==================== design 1
design_1/wires.png
The bar under the picture is 20 um long.
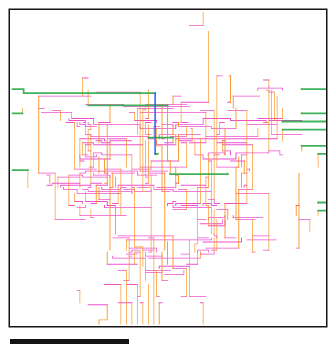

==> src/rtl/apb_wait_ctrl_if.sv <==
// APB handshake bundle between a bus master and the wait-state controller.
// Handshake: an access starts when Psel and Penable are both high at a rising
// clock edge; the master holds Psel/Penable/Pwrite stable until it samples
// Pready=1, and Pslverr is meaningful only in that same cycle.
interface apb_wait_ctrl_if;
  logic Psel;
  logic Penable;
  logic Pwrite;
  logic Pready;
  logic Pslverr;

  modport master (
    output Psel,
    output Penable,
    output Pwrite,
    input  Pready,
    input  Pslverr
  );

  modport slave (
    input  Psel,
    input  Penable,
    input  Pwrite,
    output Pready,
    output Pslverr
  );
endinterface

==> src/rtl/apb_wait_ctrl.sv <==
// APB slave wait-state controller: inserts a run-time number of wait states
// (separately for reads and writes), honours peripheral back-pressure, can
// force an error completion after a watchdog timeout, and emits one-cycle
// read/write commit strobes. All outputs are registers.
module apb_wait_ctrl #(
  parameter int WAIT_W  = 4,
  parameter int TO_W    = 8,
  parameter int TIMEOUT = 0
) (
  input  logic              clock,
  input  logic              reset,
  apb_wait_ctrl_if.slave    bus,
  input  logic [WAIT_W-1:0] rd_wait,
  input  logic [WAIT_W-1:0] wr_wait,
  input  logic              fast,
  input  logic              periph_busy,
  output logic              rd_strobe,
  output logic              wr_strobe,
  output logic              active,
  output logic [1:0]        dbg_state
);

  typedef enum logic [1:0] {
    ST_IDLE = 2'd0,
    ST_WAIT = 2'd1,
    ST_DONE = 2'd2
  } state_t;

  localparam logic [WAIT_W-1:0] W_ONE  = WAIT_W'(1);
  localparam logic [TO_W-1:0]   TO_ONE = TO_W'(1);
  localparam logic [TO_W-1:0]   TO_MAX = {TO_W{1'b1}};
  localparam bit                TO_EN  = (TIMEOUT != 0);
  // Last to_cnt value seen in WAIT before the watchdog fires.
  localparam logic [TO_W-1:0]   TO_LAST = (TIMEOUT == 0) ? '0 : TO_W'(TIMEOUT - 1);

  state_t             state;
  logic               dir;
  logic               err;
  logic [WAIT_W-1:0]  wcnt;
  logic [TO_W-1:0]    to_cnt;
  logic               pready_q;
  logic               pslverr_q;
  logic               rd_q;
  logic               wr_q;
  logic               active_q;

  logic [WAIT_W-1:0]  load_val;
  logic               completing;
  logic               timed_out;

  // Wait-count to load at access start, and this cycle's completion/timeout decisions in WAIT.
  always_comb begin
    load_val   = '0;
    completing = 1'b0;
    timed_out  = 1'b0;
    if (!fast) begin
      load_val = bus.Pwrite ? wr_wait : rd_wait;
    end
    completing = !periph_busy && (wcnt == W_ONE);
    // A normal completion in the same cycle beats the watchdog.
    timed_out  = TO_EN && (to_cnt == TO_LAST) && !completing;
  end

  // Handshake FSM with registered outputs; reset overrides every transition.
  always_ff @(posedge clock) begin
    if (!reset) begin
      state     <= ST_IDLE;
      dir       <= 1'b0;
      err       <= 1'b0;
      wcnt      <= '0;
      to_cnt    <= '0;
      pready_q  <= 1'b0;
      pslverr_q <= 1'b0;
      rd_q      <= 1'b0;
      wr_q      <= 1'b0;
      active_q  <= 1'b0;
    end else begin
      // Completion outputs are pulses; only the transition into DONE raises them.
      pready_q  <= 1'b0;
      pslverr_q <= 1'b0;
      rd_q      <= 1'b0;
      wr_q      <= 1'b0;
      case (state)
        ST_IDLE: begin
          if (bus.Psel && bus.Penable) begin
            dir      <= bus.Pwrite;
            err      <= 1'b0;
            to_cnt   <= '0;
            wcnt     <= load_val;
            active_q <= 1'b1;
            if (load_val == '0) begin
              state    <= ST_DONE;
              pready_q <= 1'b1;
              rd_q     <= !bus.Pwrite;
              wr_q     <= bus.Pwrite;
            end else begin
              state <= ST_WAIT;
            end
          end else begin
            active_q <= 1'b0;
          end
        end
        ST_WAIT: begin
          if (to_cnt != TO_MAX) begin
            to_cnt <= to_cnt + TO_ONE;
          end
          if (!bus.Psel || !bus.Penable) begin
            // Master abandoned the transfer: quietly drop it.
            state    <= ST_IDLE;
            active_q <= 1'b0;
          end else if (timed_out) begin
            state     <= ST_DONE;
            err       <= 1'b1;
            pready_q  <= 1'b1;
            pslverr_q <= 1'b1;
          end else if (periph_busy) begin
            wcnt <= wcnt;
          end else if (wcnt == W_ONE) begin
            state    <= ST_DONE;
            err      <= 1'b0;
            pready_q <= 1'b1;
            rd_q     <= !dir;
            wr_q     <= dir;
          end else begin
            wcnt <= wcnt - W_ONE;
          end
        end
        ST_DONE: begin
          state    <= ST_IDLE;
          active_q <= 1'b0;
        end
        default: begin
          state    <= ST_IDLE;
          active_q <= 1'b0;
        end
      endcase
    end
  end

  assign bus.Pready  = pready_q;
  assign bus.Pslverr = pslverr_q;
  assign rd_strobe   = rd_q;
  assign wr_strobe   = wr_q;
  assign active      = active_q;
  assign dbg_state   = state;

endmodule

==> src/flat_wrapper.sv <==
// flat-port wrapper written by rule: the top's interface ports become plain ports
module apb_wait_ctrl_flat 
#(
  parameter int WAIT_W  = 4,
  parameter int TO_W    = 8,
  parameter int TIMEOUT = 0
)
  (clock, reset, rd_wait, wr_wait, fast, periph_busy, rd_strobe, wr_strobe, active, dbg_state, bus_Psel, bus_Penable, bus_Pwrite, bus_Pready, bus_Pslverr);
  apb_wait_ctrl_if bus_i ();
  input  logic clock;
  input  logic reset;
  input  logic [WAIT_W-1:0] rd_wait;
  input  logic [WAIT_W-1:0] wr_wait;
  input  logic fast;
  input  logic periph_busy;
  output logic rd_strobe;
  output logic wr_strobe;
  output logic active;
  output logic [1:0] dbg_state;
  input wire logic [$bits(bus_i.Psel)-1:0] bus_Psel;
  input wire logic [$bits(bus_i.Penable)-1:0] bus_Penable;
  input wire logic [$bits(bus_i.Pwrite)-1:0] bus_Pwrite;
  output wire logic [$bits(bus_i.Pready)-1:0] bus_Pready;
  output wire logic [$bits(bus_i.Pslverr)-1:0] bus_Pslverr;
  assign bus_i.Psel = bus_Psel;
  assign bus_i.Penable = bus_Penable;
  assign bus_i.Pwrite = bus_Pwrite;
  assign bus_Pready = bus_i.Pready;
  assign bus_Pslverr = bus_i.Pslverr;
  apb_wait_ctrl #(.WAIT_W(WAIT_W), .TO_W(TO_W), .TIMEOUT(TIMEOUT)) u_core (.clock(clock), .reset(reset), .bus(bus_i), .rd_wait(rd_wait), .wr_wait(wr_wait), .fast(fast), .periph_busy(periph_busy), .rd_strobe(rd_strobe), .wr_strobe(wr_strobe), .active(active), .dbg_state(dbg_state));
endmodule
==> config.mk <==
export PLATFORM = sky130hd
export DESIGN_NAME = apb_wait_ctrl_flat
export DESIGN_NICKNAME = d
export VERILOG_FILES = /design/src/rtl/apb_wait_ctrl_if.sv /design/src/rtl/apb_wait_ctrl.sv /design/src/flat_wrapper.sv
export SDC_FILE = /design/constraint.sdc
export NUM_CORES = 1
export LEC_CHECK = 0
export CAP_MARGIN = 20
export CORE_UTILIZATION = 25
export CTS_BUF_LIST = sky130_fd_sc_hd__clkbuf_4
export DETAILED_ROUTE_END_ITERATION = 7
export GPL_TIMING_DRIVEN = 0
export PLACE_DENSITY = 0.58
export SYNTH_ARGS = -nofsm -noshare
export SYNTH_HDL_FRONTEND = slang
export SYNTH_SLANG_ARGS = --single-unit
==> constraint.sdc <==
create_clock -name clock -period 2 [get_ports clock]
set_input_delay 0.4 -clock clock [delete_from_list [all_inputs] [get_ports clock]]
set_output_delay 0.4 -clock clock [all_outputs]
set_load 0.01 [all_outputs]
==================== design 2
==> config.mk <==
export PLATFORM = sky130hd
export DESIGN_NAME = regfile_write_arbiter
export DESIGN_NICKNAME = d
export VERILOG_FILES = /design/src/rtl/regfile_write_arbiter_pkg.sv /design/src/rtl/regfile_wr_slot.sv /design/src/rtl/regfile_write_arbiter.sv
export SDC_FILE = /design/constraint.sdc
export NUM_CORES = 1
export LEC_CHECK = 0
export CAP_MARGIN = 20
export CORE_MARGIN = 1.5
export CORE_UTILIZATION = 42
export CTS_CLUSTER_DIAMETER = 100
export CTS_CLUSTER_SIZE = 16
export DETAILED_ROUTE_END_ITERATION = 10
export GPL_ROUTABILITY_DRIVEN = 0
export PLACE_DENSITY = 0.77
export SLEW_MARGIN = 15
export SYNTH_ARGS = -nofsm -noshare
export SYNTH_HDL_FRONTEND = slang
export SYNTH_SLANG_ARGS = --single-unit
==> constraint.sdc <==
create_clock -name clk -period 1.7 [get_ports clk]
set_clock_uncertainty 0.1 [all_clocks]
set_input_delay 0.255 -clock clk [delete_from_list [all_inputs] [get_ports clk]]
set_output_delay 0.255 -clock clk [all_outputs]
set_load 0.02 [all_outputs]
==> src/rtl/regfile_write_arbiter_pkg.sv <==
// Shared widths, write-entry type and helpers for the register file write arbiter.
package regfile_write_arbiter_pkg;

    localparam int RF_DATA_W   = 16;
    localparam int RF_ADDR_W   = 4;
    localparam int RF_CNT_W    = 16;
    localparam int RF_NUM_REGS = 1 << RF_ADDR_W;

    localparam logic P0 = 1'b0;
    localparam logic P1 = 1'b1;

    typedef struct packed {
        logic                 valid;
        logic [RF_ADDR_W-1:0] dest;
        logic [RF_DATA_W-1:0] data;
    } wr_entry_t;

    // One-hot of the destination register, empty when the entry holds nothing.
    function automatic logic [RF_NUM_REGS-1:0] dest_onehot(input wr_entry_t e);
        logic [RF_NUM_REGS-1:0] oh;
        oh = '0;
        if (e.valid) oh[e.dest] = 1'b1;
        return oh;
    endfunction

endpackage

==> src/rtl/regfile_wr_slot.sv <==
// One-entry holding buffer for a single write requester.
module regfile_wr_slot
    import regfile_write_arbiter_pkg::*;
(
    input  logic                 clk,
    input  logic                 reset,
    input  logic                 in_valid,
    output logic                 in_ready,
    input  logic [RF_ADDR_W-1:0] in_dest,
    input  logic [RF_DATA_W-1:0] in_data,
    input  logic                 drain,
    output wr_entry_t            entry
);

    // A buffer being drained this cycle can take a new entry on the same edge.
    assign in_ready = !entry.valid || drain;

    always_ff @(posedge clk or posedge reset) begin
        if (reset) begin
            entry <= '0;
        end else if (in_valid && in_ready) begin
            entry.valid <= 1'b1;
            entry.dest  <= in_dest;
            entry.data  <= in_data;
        end else if (drain) begin
            entry.valid <= 1'b0;
        end
    end

endmodule

==> src/rtl/regfile_write_arbiter.sv <==
// Shares the register file write port between two buffered requesters,
// keeping per-register pending bits and a committed-write counter.
module regfile_write_arbiter
    import regfile_write_arbiter_pkg::*;
#(
    parameter int DATA_W = RF_DATA_W,
    parameter int ADDR_W = RF_ADDR_W,
    parameter int CNT_W  = RF_CNT_W
) (
    input  logic                 clk,
    input  logic                 reset,
    input  logic                 hold,
    input  logic                 req0_valid,
    output logic                 req0_ready,
    input  logic [ADDR_W-1:0]    req0_dest,
    input  logic [DATA_W-1:0]    req0_data,
    input  logic                 req1_valid,
    output logic                 req1_ready,
    input  logic [ADDR_W-1:0]    req1_dest,
    input  logic [DATA_W-1:0]    req1_data,
    output logic [ADDR_W-1:0]    rf_dest_sel,
    output logic [DATA_W-1:0]    rf_d,
    output logic                 rf_load_en,
    output logic [2**ADDR_W-1:0] pending,
    output logic [CNT_W-1:0]     commit_count
);

    wr_entry_t slot0;
    wr_entry_t slot1;
    logic      grant0;
    logic      grant1;
    logic      grant_any;
    logic      accept0;
    logic      accept1;
    logic      persist0;
    logic      persist1;
    logic      age_valid;
    logic      age_old;
    logic      rr;

    regfile_wr_slot u_slot0 (
        .clk      (clk),
        .reset    (reset),
        .in_valid (req0_valid),
        .in_ready (req0_ready),
        .in_dest  (req0_dest),
        .in_data  (req0_data),
        .drain    (grant0),
        .entry    (slot0)
    );

    regfile_wr_slot u_slot1 (
        .clk      (clk),
        .reset    (reset),
        .in_valid (req1_valid),
        .in_ready (req1_ready),
        .in_dest  (req1_dest),
        .in_data  (req1_data),
        .drain    (grant1),
        .entry    (slot1)
    );

    // Older entry wins so same-destination writes commit in arrival order;
    // entries that arrived together fall back to the round-robin pointer.
    always_comb begin
        grant0 = 1'b0;
        grant1 = 1'b0;
        if (!hold) begin
            if (slot0.valid && slot1.valid) begin
                if (age_valid) grant0 = (age_old == P0);
                else           grant0 = (rr == P0);
                grant1 = !grant0;
            end else begin
                grant0 = slot0.valid;
                grant1 = slot1.valid;
            end
        end
    end

    assign grant_any = grant0 || grant1;
    assign accept0   = req0_valid && req0_ready;
    assign accept1   = req1_valid && req1_ready;
    assign persist0  = slot0.valid && !grant0;
    assign persist1  = slot1.valid && !grant1;

    always_comb begin
        rf_dest_sel = '0;
        rf_d        = '0;
        if (grant0) begin
            rf_dest_sel = slot0.dest;
            rf_d        = slot0.data;
        end else if (grant1) begin
            rf_dest_sel = slot1.dest;
            rf_d        = slot1.data;
        end
    end

    assign rf_load_en = grant_any;
    assign pending    = dest_onehot(slot0) | dest_onehot(slot1);

    // Age is only meaningful while both buffers are full; an entry that stays
    // put while the other buffer refills becomes the older one.
    always_ff @(posedge clk or posedge reset) begin
        if (reset) begin
            age_valid    <= 1'b0;
            age_old      <= P0;
            rr           <= P0;
            commit_count <= '0;
        end else begin
            if (persist0 && accept1) begin
                age_valid <= 1'b1;
                age_old   <= P0;
            end else if (persist1 && accept0) begin
                age_valid <= 1'b1;
                age_old   <= P1;
            end else if (!(persist0 && persist1)) begin
                age_valid <= 1'b0;
            end
            if (grant_any && slot0.valid && slot1.valid && !age_valid) rr <= ~rr;
            if (grant_any) commit_count <= commit_count + CNT_W'(1);
        end
    end

endmodule
==================== design 3
<file path="config.mk">
export PLATFORM = sky130hd
export DESIGN_NAME = wishbone_rr_arbiter
export DESIGN_NICKNAME = d
export VERILOG_FILES = /design/src/rtl/wb_arb_pkg.sv /design/src/rtl/wb_rr_pick.sv /design/src/rtl/wishbone_rr_arbiter.sv
export SDC_FILE = /design/constraint.sdc
export NUM_CORES = 1
export LEC_CHECK = 0
export CAP_MARGIN = 25
export CELL_PAD_IN_SITES_DETAIL_PLACEMENT = 0
export CELL_PAD_IN_SITES_GLOBAL_PLACEMENT = 1
export CORE_MARGIN = 4
export CORE_UTILIZATION = 25
export DETAILED_ROUTE_END_ITERATION = 8
export GPL_TIMING_DRIVEN = 0
export PLACE_DENSITY = 0.84
export SYNTH_ARGS = -nofsm -noshare
export SYNTH_HDL_FRONTEND = slang
export SYNTH_SLANG_ARGS = --single-unit
</file>
<file path="constraint.sdc">
create_clock -name clk_i -period 2.5 [get_ports clk_i]
set_clock_uncertainty 0.2 [all_clocks]
set_input_delay 0.25 -clock clk_i [delete_from_list [all_inputs] [get_ports clk_i]]
set_output_delay 0.25 -clock clk_i [all_outputs]
set_load 0.02 [all_outputs]
</file>
<file path="src/rtl/wb_arb_pkg.sv">
// Shared definitions for the Wishbone round-robin arbiter.
//   arb_state_t : arbiter FSM states (IDLE = no owner, BUSY = owner registered)
//   DEF_*       : default parameter values used by the top level
package wb_arb_pkg;

    typedef enum logic {
        IDLE = 1'b0,
        BUSY = 1'b1
    } arb_state_t;

    localparam int DEF_NM      = 4;
    localparam int DEF_DW      = 8;
    localparam int DEF_AW      = 16;
    localparam int DEF_TIMEOUT = 255;

endpackage

</file>
<file path="src/rtl/wb_rr_pick.sv">
// Rotating-priority search, purely combinational.
// Finds the first set bit of req searching upward from (last+1) mod NM,
// wrapping around; the previous owner 'last' has the lowest priority.
//   req   : request vector, one bit per master
//   last  : index of the previous owner
//   idx   : index of the selected requester (0 when valid is low)
//   valid : at least one request bit is set
module wb_rr_pick #(
    parameter int NM = 4,
    parameter int LW = $clog2(NM)
) (
    input  logic [NM-1:0] req,
    input  logic [LW-1:0] last,
    output logic [LW-1:0] idx,
    output logic          valid
);

    always_comb begin
        int            cand;
        logic [LW-1:0] cand_idx;
        idx      = '0;
        valid    = 1'b0;
        cand     = 0;
        cand_idx = '0;
        // Walk from the farthest offset to the nearest so that the nearest
        // requester (smallest offset) is written last and therefore wins.
        for (int off = NM; off >= 1; off--) begin
            cand     = (int'(last) + off) % NM;
            cand_idx = LW'(cand);
            if (req[cand_idx]) begin
                idx   = cand_idx;
                valid = 1'b1;
            end
        end
    end

endmodule

</file>
<file path="src/rtl/wishbone_rr_arbiter.sv">
// Round-robin arbiter giving NM Wishbone masters access to one shared slave.
// An owner keeps the bus for as long as it holds cyc; when it drops cyc the
// arbiter spends one idle cycle before granting the next requester.
// A watchdog flags an owner whose strobe has been left unacknowledged.
//
// Handshake: a master requests by raising m_cyc_i[k]; once granted, its
// stb/we/adr/dat are passed straight through to the slave, and the slave's
// s_ack_i is routed back only to the owner. Ack outside ownership is dropped.
//
// Ports:
//   clk_i, rst_i          : clock, asynchronous active-high reset
//   m_dat_i, m_adr_i      : per-master write data / address (slice k = master k)
//   m_we_i, m_stb_i,
//   m_cyc_i               : per-master control
//   m_ack_o               : per-master ack (owner only)
//   m_err_o               : per-master one-cycle watchdog error pulse
//   s_dat_o, s_adr_o,
//   s_we_o, s_stb_o,
//   s_cyc_o               : shared bus towards the slave (zero when idle)
//   s_ack_i               : slave ack
//   grant_o               : registered one-hot owner, zero when idle
module wishbone_rr_arbiter
    import wb_arb_pkg::*;
#(
    parameter int NM      = DEF_NM,
    parameter int DW      = DEF_DW,
    parameter int AW      = DEF_AW,
    parameter int TIMEOUT = DEF_TIMEOUT
) (
    input  logic            clk_i,
    input  logic            rst_i,
    input  logic [NM*DW-1:0] m_dat_i,
    input  logic [NM*AW-1:0] m_adr_i,
    input  logic [NM-1:0]   m_we_i,
    input  logic [NM-1:0]   m_stb_i,
    input  logic [NM-1:0]   m_cyc_i,
    output logic [NM-1:0]   m_ack_o,
    output logic [NM-1:0]   m_err_o,
    output logic [DW-1:0]   s_dat_o,
    output logic [AW-1:0]   s_adr_o,
    output logic            s_we_o,
    output logic            s_stb_o,
    output logic            s_cyc_o,
    input  logic            s_ack_i,
    output logic [NM-1:0]   grant_o
);

    localparam int LW = $clog2(NM);
    localparam int WW = (TIMEOUT > 0) ? $clog2(TIMEOUT + 1) : 1;
    localparam logic [NM-1:0] ONE = {{(NM-1){1'b0}}, 1'b1};

    arb_state_t     state_q;
    arb_state_t     state_d;
    logic [LW-1:0]  owner_q;
    logic [LW-1:0]  last_q;
    logic [LW-1:0]  pick_idx;
    logic           pick_valid;
    logic [NM-1:0]  grant_q;
    logic [NM-1:0]  err_q;
    logic           owner_cyc;

    wb_rr_pick #(
        .NM (NM),
        .LW (LW)
    ) u_pick (
        .req   (m_cyc_i),
        .last  (last_q),
        .idx   (pick_idx),
        .valid (pick_valid)
    );

    assign owner_cyc = m_cyc_i[owner_q];

    // State register
    always_ff @(posedge clk_i or posedge rst_i) begin
        if (rst_i) begin
            state_q <= IDLE;
        end else begin
            state_q <= state_d;
        end
    end

    // Next-state logic: the owner is locked in until its own cyc falls.
    always_comb begin
        state_d = state_q;
        case (state_q)
            IDLE:    if (pick_valid) state_d = BUSY;
            BUSY:    if (!owner_cyc) state_d = IDLE;
            default: state_d = IDLE;
        endcase
    end

    // Ownership bookkeeping. last_q resets to NM-1 so master 0 is searched first.
    always_ff @(posedge clk_i or posedge rst_i) begin
        if (rst_i) begin
            owner_q <= '0;
            last_q  <= LW'(NM - 1);
            grant_q <= '0;
        end else if (state_q == IDLE && pick_valid) begin
            owner_q <= pick_idx;
            grant_q <= ONE << pick_idx;
        end else if (state_q == BUSY && !owner_cyc) begin
            last_q  <= owner_q;
            grant_q <= '0;
        end
    end

    // Output logic: pass the owner's slice through while BUSY, zeros otherwise.
    always_comb begin
        s_dat_o = '0;
        s_adr_o = '0;
        s_we_o  = 1'b0;
        s_stb_o = 1'b0;
        s_cyc_o = 1'b0;
        m_ack_o = '0;
        if (state_q == BUSY) begin
            s_dat_o          = m_dat_i[owner_q*DW +: DW];
            s_adr_o          = m_adr_i[owner_q*AW +: AW];
            s_we_o           = m_we_i[owner_q];
            s_stb_o          = m_stb_i[owner_q];
            s_cyc_o          = owner_cyc;
            m_ack_o[owner_q] = s_ack_i;
        end
    end

    // Watchdog: counts consecutive stalled strobe cycles of the owner. When a
    // stalled cycle finds the count already at TIMEOUT an error pulse is
    // registered and counting restarts; an ack in that cycle suppresses it.
    if (TIMEOUT > 0) begin : g_wdog
        localparam logic [WW-1:0] TO_V = WW'(TIMEOUT);
        logic [WW-1:0] wdog_q;
        logic          stalled;

        assign stalled = (state_q == BUSY) && s_stb_o && !s_ack_i;

        always_ff @(posedge clk_i or posedge rst_i) begin
            if (rst_i) begin
                wdog_q <= '0;
                err_q  <= '0;
            end else begin
                err_q <= '0;
                if (!stalled) begin
                    wdog_q <= '0;
                end else if (wdog_q == TO_V) begin
                    wdog_q <= '0;
                    err_q  <= ONE << owner_q;
                end else begin
                    wdog_q <= wdog_q + 1'b1;
                end
            end
        end
    end else begin : g_no_wdog
        assign err_q = '0;
    end

    assign m_err_o = err_q;
    assign grant_o = grant_q;

endmodule

</file>
design_1/congestion.png
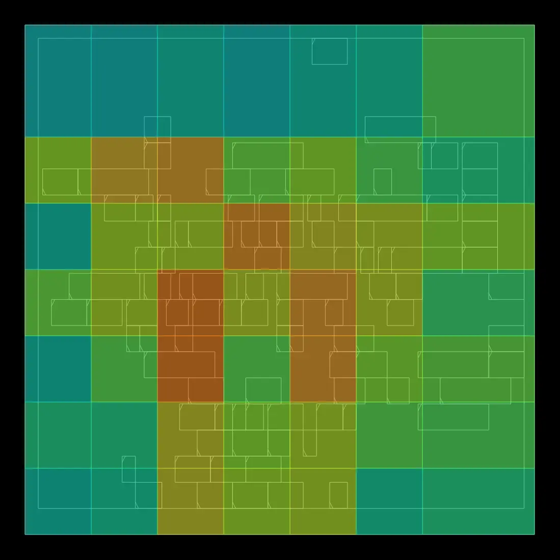
GR met2 Demand/Resource: 0.217
GRT Max-Usage Layer: met2
Avg WL per Cell: 11.7 um
grt met3 use: 0.0603
GRT Overall Usage: 0.132

Notes on design_1/wires.png above:
| color | layer | wire length |
|---|---|---|
| orange | metal 2 | 702 um |
| magenta | metal 1 | 712 um |
| green | metal 3 | 85.5 um |
| blue | metal 4 | 10.2 um |
WL final: 1510 um
DR vias: 653

==> results.json, design 1 <==
{
  "post-route-cell-area_um2": 910,
  "synth.avg_cell_area_um2": 8.58,
  "min_path_cells": 2,
  "drc_errors": 0,
  "grt_pass1_vias": 600,
  "power.total_mw": 0.501,
  "antenna_found_initial": 0,
  "clkbuf_count": 4,
  "cts_resized": 0,
  "grt_pass1_wl_um": 2600,
  "ff2ff_setup_slack_ns": 0.30,
  "cp.depth": 5,
  "warnings": 27,
  "gp_congestion": 0.810,
  "largest_reg_flops": 4,
  "worst-path-buf-inv": 1,
  "clock_cell_area_share": 0.0330,
  "crit_type": "primary input to flip-flop",
  "drt-initial-drc-count": 13,
  "rsz0062_at_grt": "no",
  "yosys.area_share.aoi": 0.226,
  "r2r_start": "u_core.wcnt[0]",
  "die_x_um": 53.1,
  "pwr-share-clk": 0.336,
  "p_int_mw": 0.373,
  "met1_usage": 0.152,
  "lay_top_count": "clkdlybuf4s50_1",
  "fp.dieArea_um2": 2820,
  "die.size.y_um": 53.1,
  "power.density_nw_per_um2": 550,
  "status": "finished clean",
  "crit_required_ns": 2.21,
  "skew_ns": 0.00797
}
[design 1: Yosys cell counts, drive strengths merged]
master | n | area, um^2
a211oi | 1 | 12.5
a21boi | 3 | 22.5
a21oi | 4 | 20.0
a22o | 1 | 8.76
a31o | 1 | 8.76
and4bb | 1 | 12.5
buf | 3 | 17.5
conb | 1 | 3.75
dfxtp | 11 | 220
ha | 2 | 25.0
inv | 4 | 15.0
mux2i | 4 | 40.0
nand2 | 7 | 26.3
nand2b | 1 | 6.26
nand3b | 2 | 15.0
nand4 | 1 | 6.26
nand4b | 1 | 8.76
nor2 | 4 | 17.5
nor2b | 1 | 6.26
nor3 | 3 | 15.0
nor3b | 4 | 30.0
nor4 | 2 | 12.5
o211a | 1 | 10.0
o211ai | 1 | 7.51
o21ai | 5 | 25.0
o31a | 2 | 17.5
o31ai | 2 | 15.0
or3 | 2 | 12.5
or4b | 1 | 13.8
[design 1: power by group through the flow]
stage	logic, mW	clock network [mW]	registers, mW
after floorplan	0.0475	0	0.240
after global placement	0.0967	0	0.239
after detailed placement	0.0972	0	0.240
after CTS	0.0980	0.178	0.234
after global routing	0.108	0.194	0.236
final	0.0977	0.168	0.235
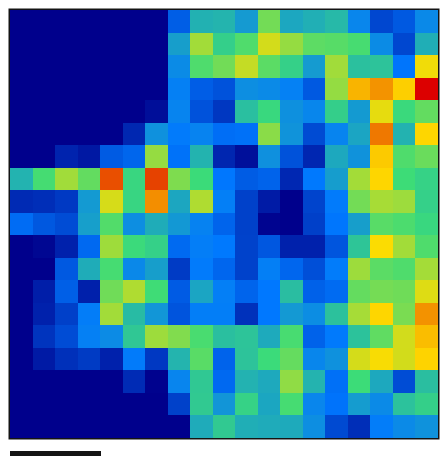
design_3/metal_density.png
The bar under the picture is 20 um long. 19 x 19 tiles, from dark blue (low) to red (high), scaled to the fullest tile. Values are wire area over tile area, all layers added.
emptiest ninth of the die: top left
tiles over half the peak: 23%
mean over tiles: 0.12
Avg WL per Cell: 16.3 um
GRT Overall Usage: 0.145

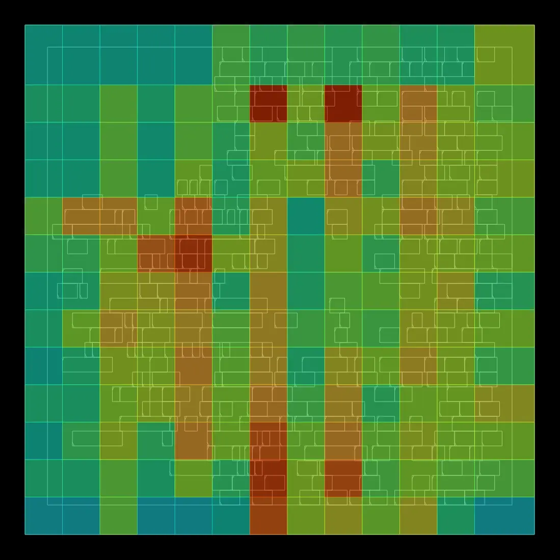
design_3/congestion.png
grt met3 use: 0.0288
met1 Track Usage GR: 0.176
Final Core Density: 0.482
GRT Max-Usage Layer: met2
GR met2 Demand/Resource: 0.266

==> results.json, design 3 <==
{
  "ir_drop_mv": 0.452,
  "ys_warn_count": 0,
  "via_per_inst": 4.58,
  "routed_wl_um": 6790,
  "slew-limit-headroom": 0.477,
  "power.density_nw_per_um2": 863,
  "sw_frac_of_total": 0.428,
  "hold_buffers": 0,
  "lay_top_cells": "clkdlybuf4s50_1, mux4_2, and2_1, dlygate4sd2_1, dfrtp_1",
  "grt_max_degree": 22,
  "port_buffers": 149,
  "setup_slack_ns": 0.0995,
  "status": "finished clean",
  "cts_max_level": 1,
  "pg_comb_mw": 2.27,
  "async_flop_share": 1.00,
  "io_pins": 150,
  "crit_type": "flip-flop to output pin",
  "num_vias": 1910,
  "r2r_start": "owner_q[0]",
  "p_seq_mw": 0.513,
  "cp_data_arrival_time_ns": 1.95,
  "cp.depth": 5,
  "drc_errors": 0
}
-- design 3: layer usage --
layer | routed length (um) | global-route usage | vias to the layer above
li1 | - | - | 910
met1 | 2680 | 0.176 | 917
met2 | 3480 | 0.266 | 77
met3 | 580 | 0.0288 | 6
met4 | 55 | 0.0277 | 0
met5 | 0 | 0 | -
-- design 3: layout make-up --
type / instances / area (um^2)
Buffer: 10 / 72.6
Clock buffer: 3 / 41.3
Clock inverter: 1 / 5.00
Fill cell: 696 / 3740
Inverter: 9 / 33.8
Multi-Input combinational cell: 125 / 1210
Sequential cell: 21 / 529
Tap cell: 99 / 124
Timing Repair Buffer: 149 / 1460
-- design 3: cells by family (layout without fill, tap and decap cells) --
| kind of cell | count (synthesis) | in the layout | share of synthesized area |
|---|---|---|---|
| flops | 21 | 21 | 0.287 |
| fa+ha+maj | 1 | 1 | 0.00679 |
| simple gates | 73 | 73 | 0.226 |
| xor+xnor | 6 | 6 | 0.0285 |
| mux | 29 | 29 | 0.338 |
| compound gates | 16 | 16 | 0.0591 |
| buf+inv | 20 | 172 | 0.0557 |
-- design 3: registers in the layout (all words and copies together) (netlist names) --
register,flops
last_q,2
grant_o,4
state_q,1
owner_q,2
m_err_o,4
g_wdog.wdog_q,8
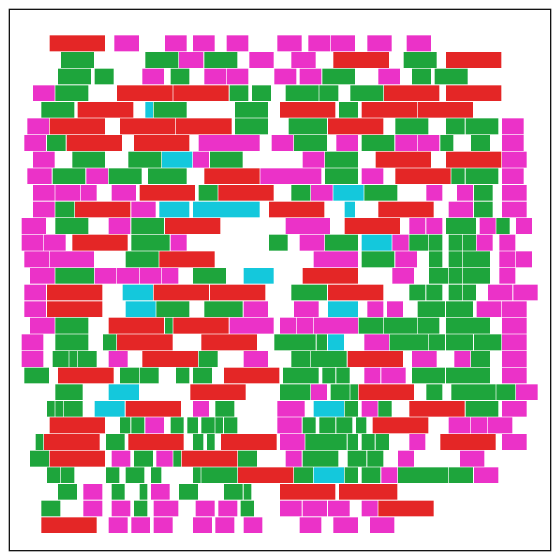
design_2/placement_by_type.png
| color | class | cells | share of their area |
|---|---|---|---|
| red | sequential cells | 61 | 31% |
| magenta | remaining buffers and delay cells | 145 | 30% |
| cyan | clock drivers and dummy loads | 16 | 4.2% |
| green | combinational and other logic | 168 | 35% |
Final Cell Area: 5100 um^2
FP Rows: 30
core area: 6910 um^2

==> results.json, design 2 <==
{
  "worst_path_max_delay_cell": "dfrtp_1",
  "die_x_um": 88.4,
  "violations": "setup timing",
  "setup_viol": 79,
  "finalCritPeriodShare": 1.33,
  "crit_type": "flip-flop to output pin",
  "drv_cap": 0,
  "setup_slack_ns": -0.562,
  "cp_data_arrival_time_ns": 1.91,
  "crit_fanout": 7,
  "place_area_um2": 4430,
  "port_buffers": 99,
  "cpMostUsedCell": "buf_6",
  "status": "finished, violations left",
  "most_common_cell": "dfrtp_1",
  "p_leak_nw": 2.38
}
design 2: cell usage in the layout, fill, tap and decap left out, drive strengths merged:
cell / instances
buf: 85
dfrtp: 61
clkdlybuf4s50: 44
mux2: 40
a22o: 20
o22ai: 16
xnor2: 15
dlygate4sd2: 15
clkbuf: 13
nand2: 12
nand4: 8
nand2b: 7
nand3: 6
and2: 4
nand3b: 4
nor3: 4
and3: 3
inv: 3
nor2: 3
o21bai: 2
nor2b: 2
or2: 2
or3: 2
clkinvlp: 2
a21oi: 2
mux2i: 1
o21ai: 1
a21bo: 1
nor4: 1
xor2: 1
o211ai: 1
o2bb2ai: 1
o21a: 1
nor4b: 1
o31ai: 1
and4: 1
ha: 1
bufinv: 1
clkinv: 1
dlymetal6s2s: 1
design 2: metrics by stage:
stage / TNS (ns) / hold WS, ns
CTS: -21.83 / 0.271
floorplan: -1.07 / 0.263
detailed placement: -32.46 / 0.366
global placement: -30.97 / 0.362
global route: -31.55 / 0.296
finish: -26.88 / 0.261
design 2: what timing repair did:
action	in CTS	in global routing
buffers inserted	9	10
cloned	2	3
gates resized	261	42
endpoints found under the setup margin	96	88
hold buffers	0	0
pin swaps	15	14

==> notes/layouts.md <==
Pictures saved along the way, in no particular order.

Register map, names as in the netlist.
The bar under the picture is 20 um long. Other sequential cells in the stronger gray, the rest of the logic in the fainter gray.
(a)
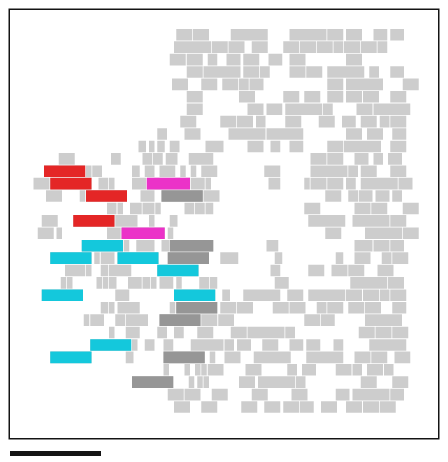
(b)
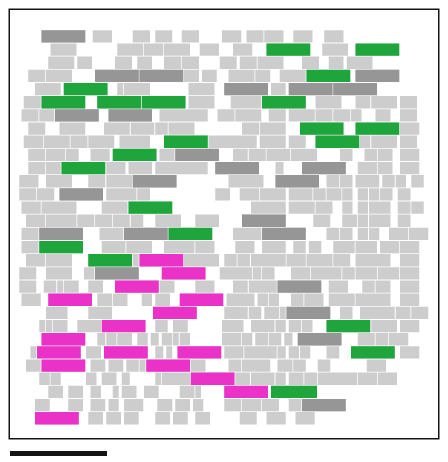
(c)
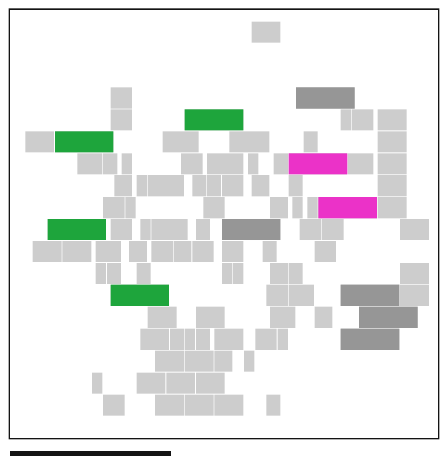
- (b) = design 2
- (a) = design 3
- (c) = design 1
- most cells: (b)


Power is estimated from default activity; no workload was simulated.
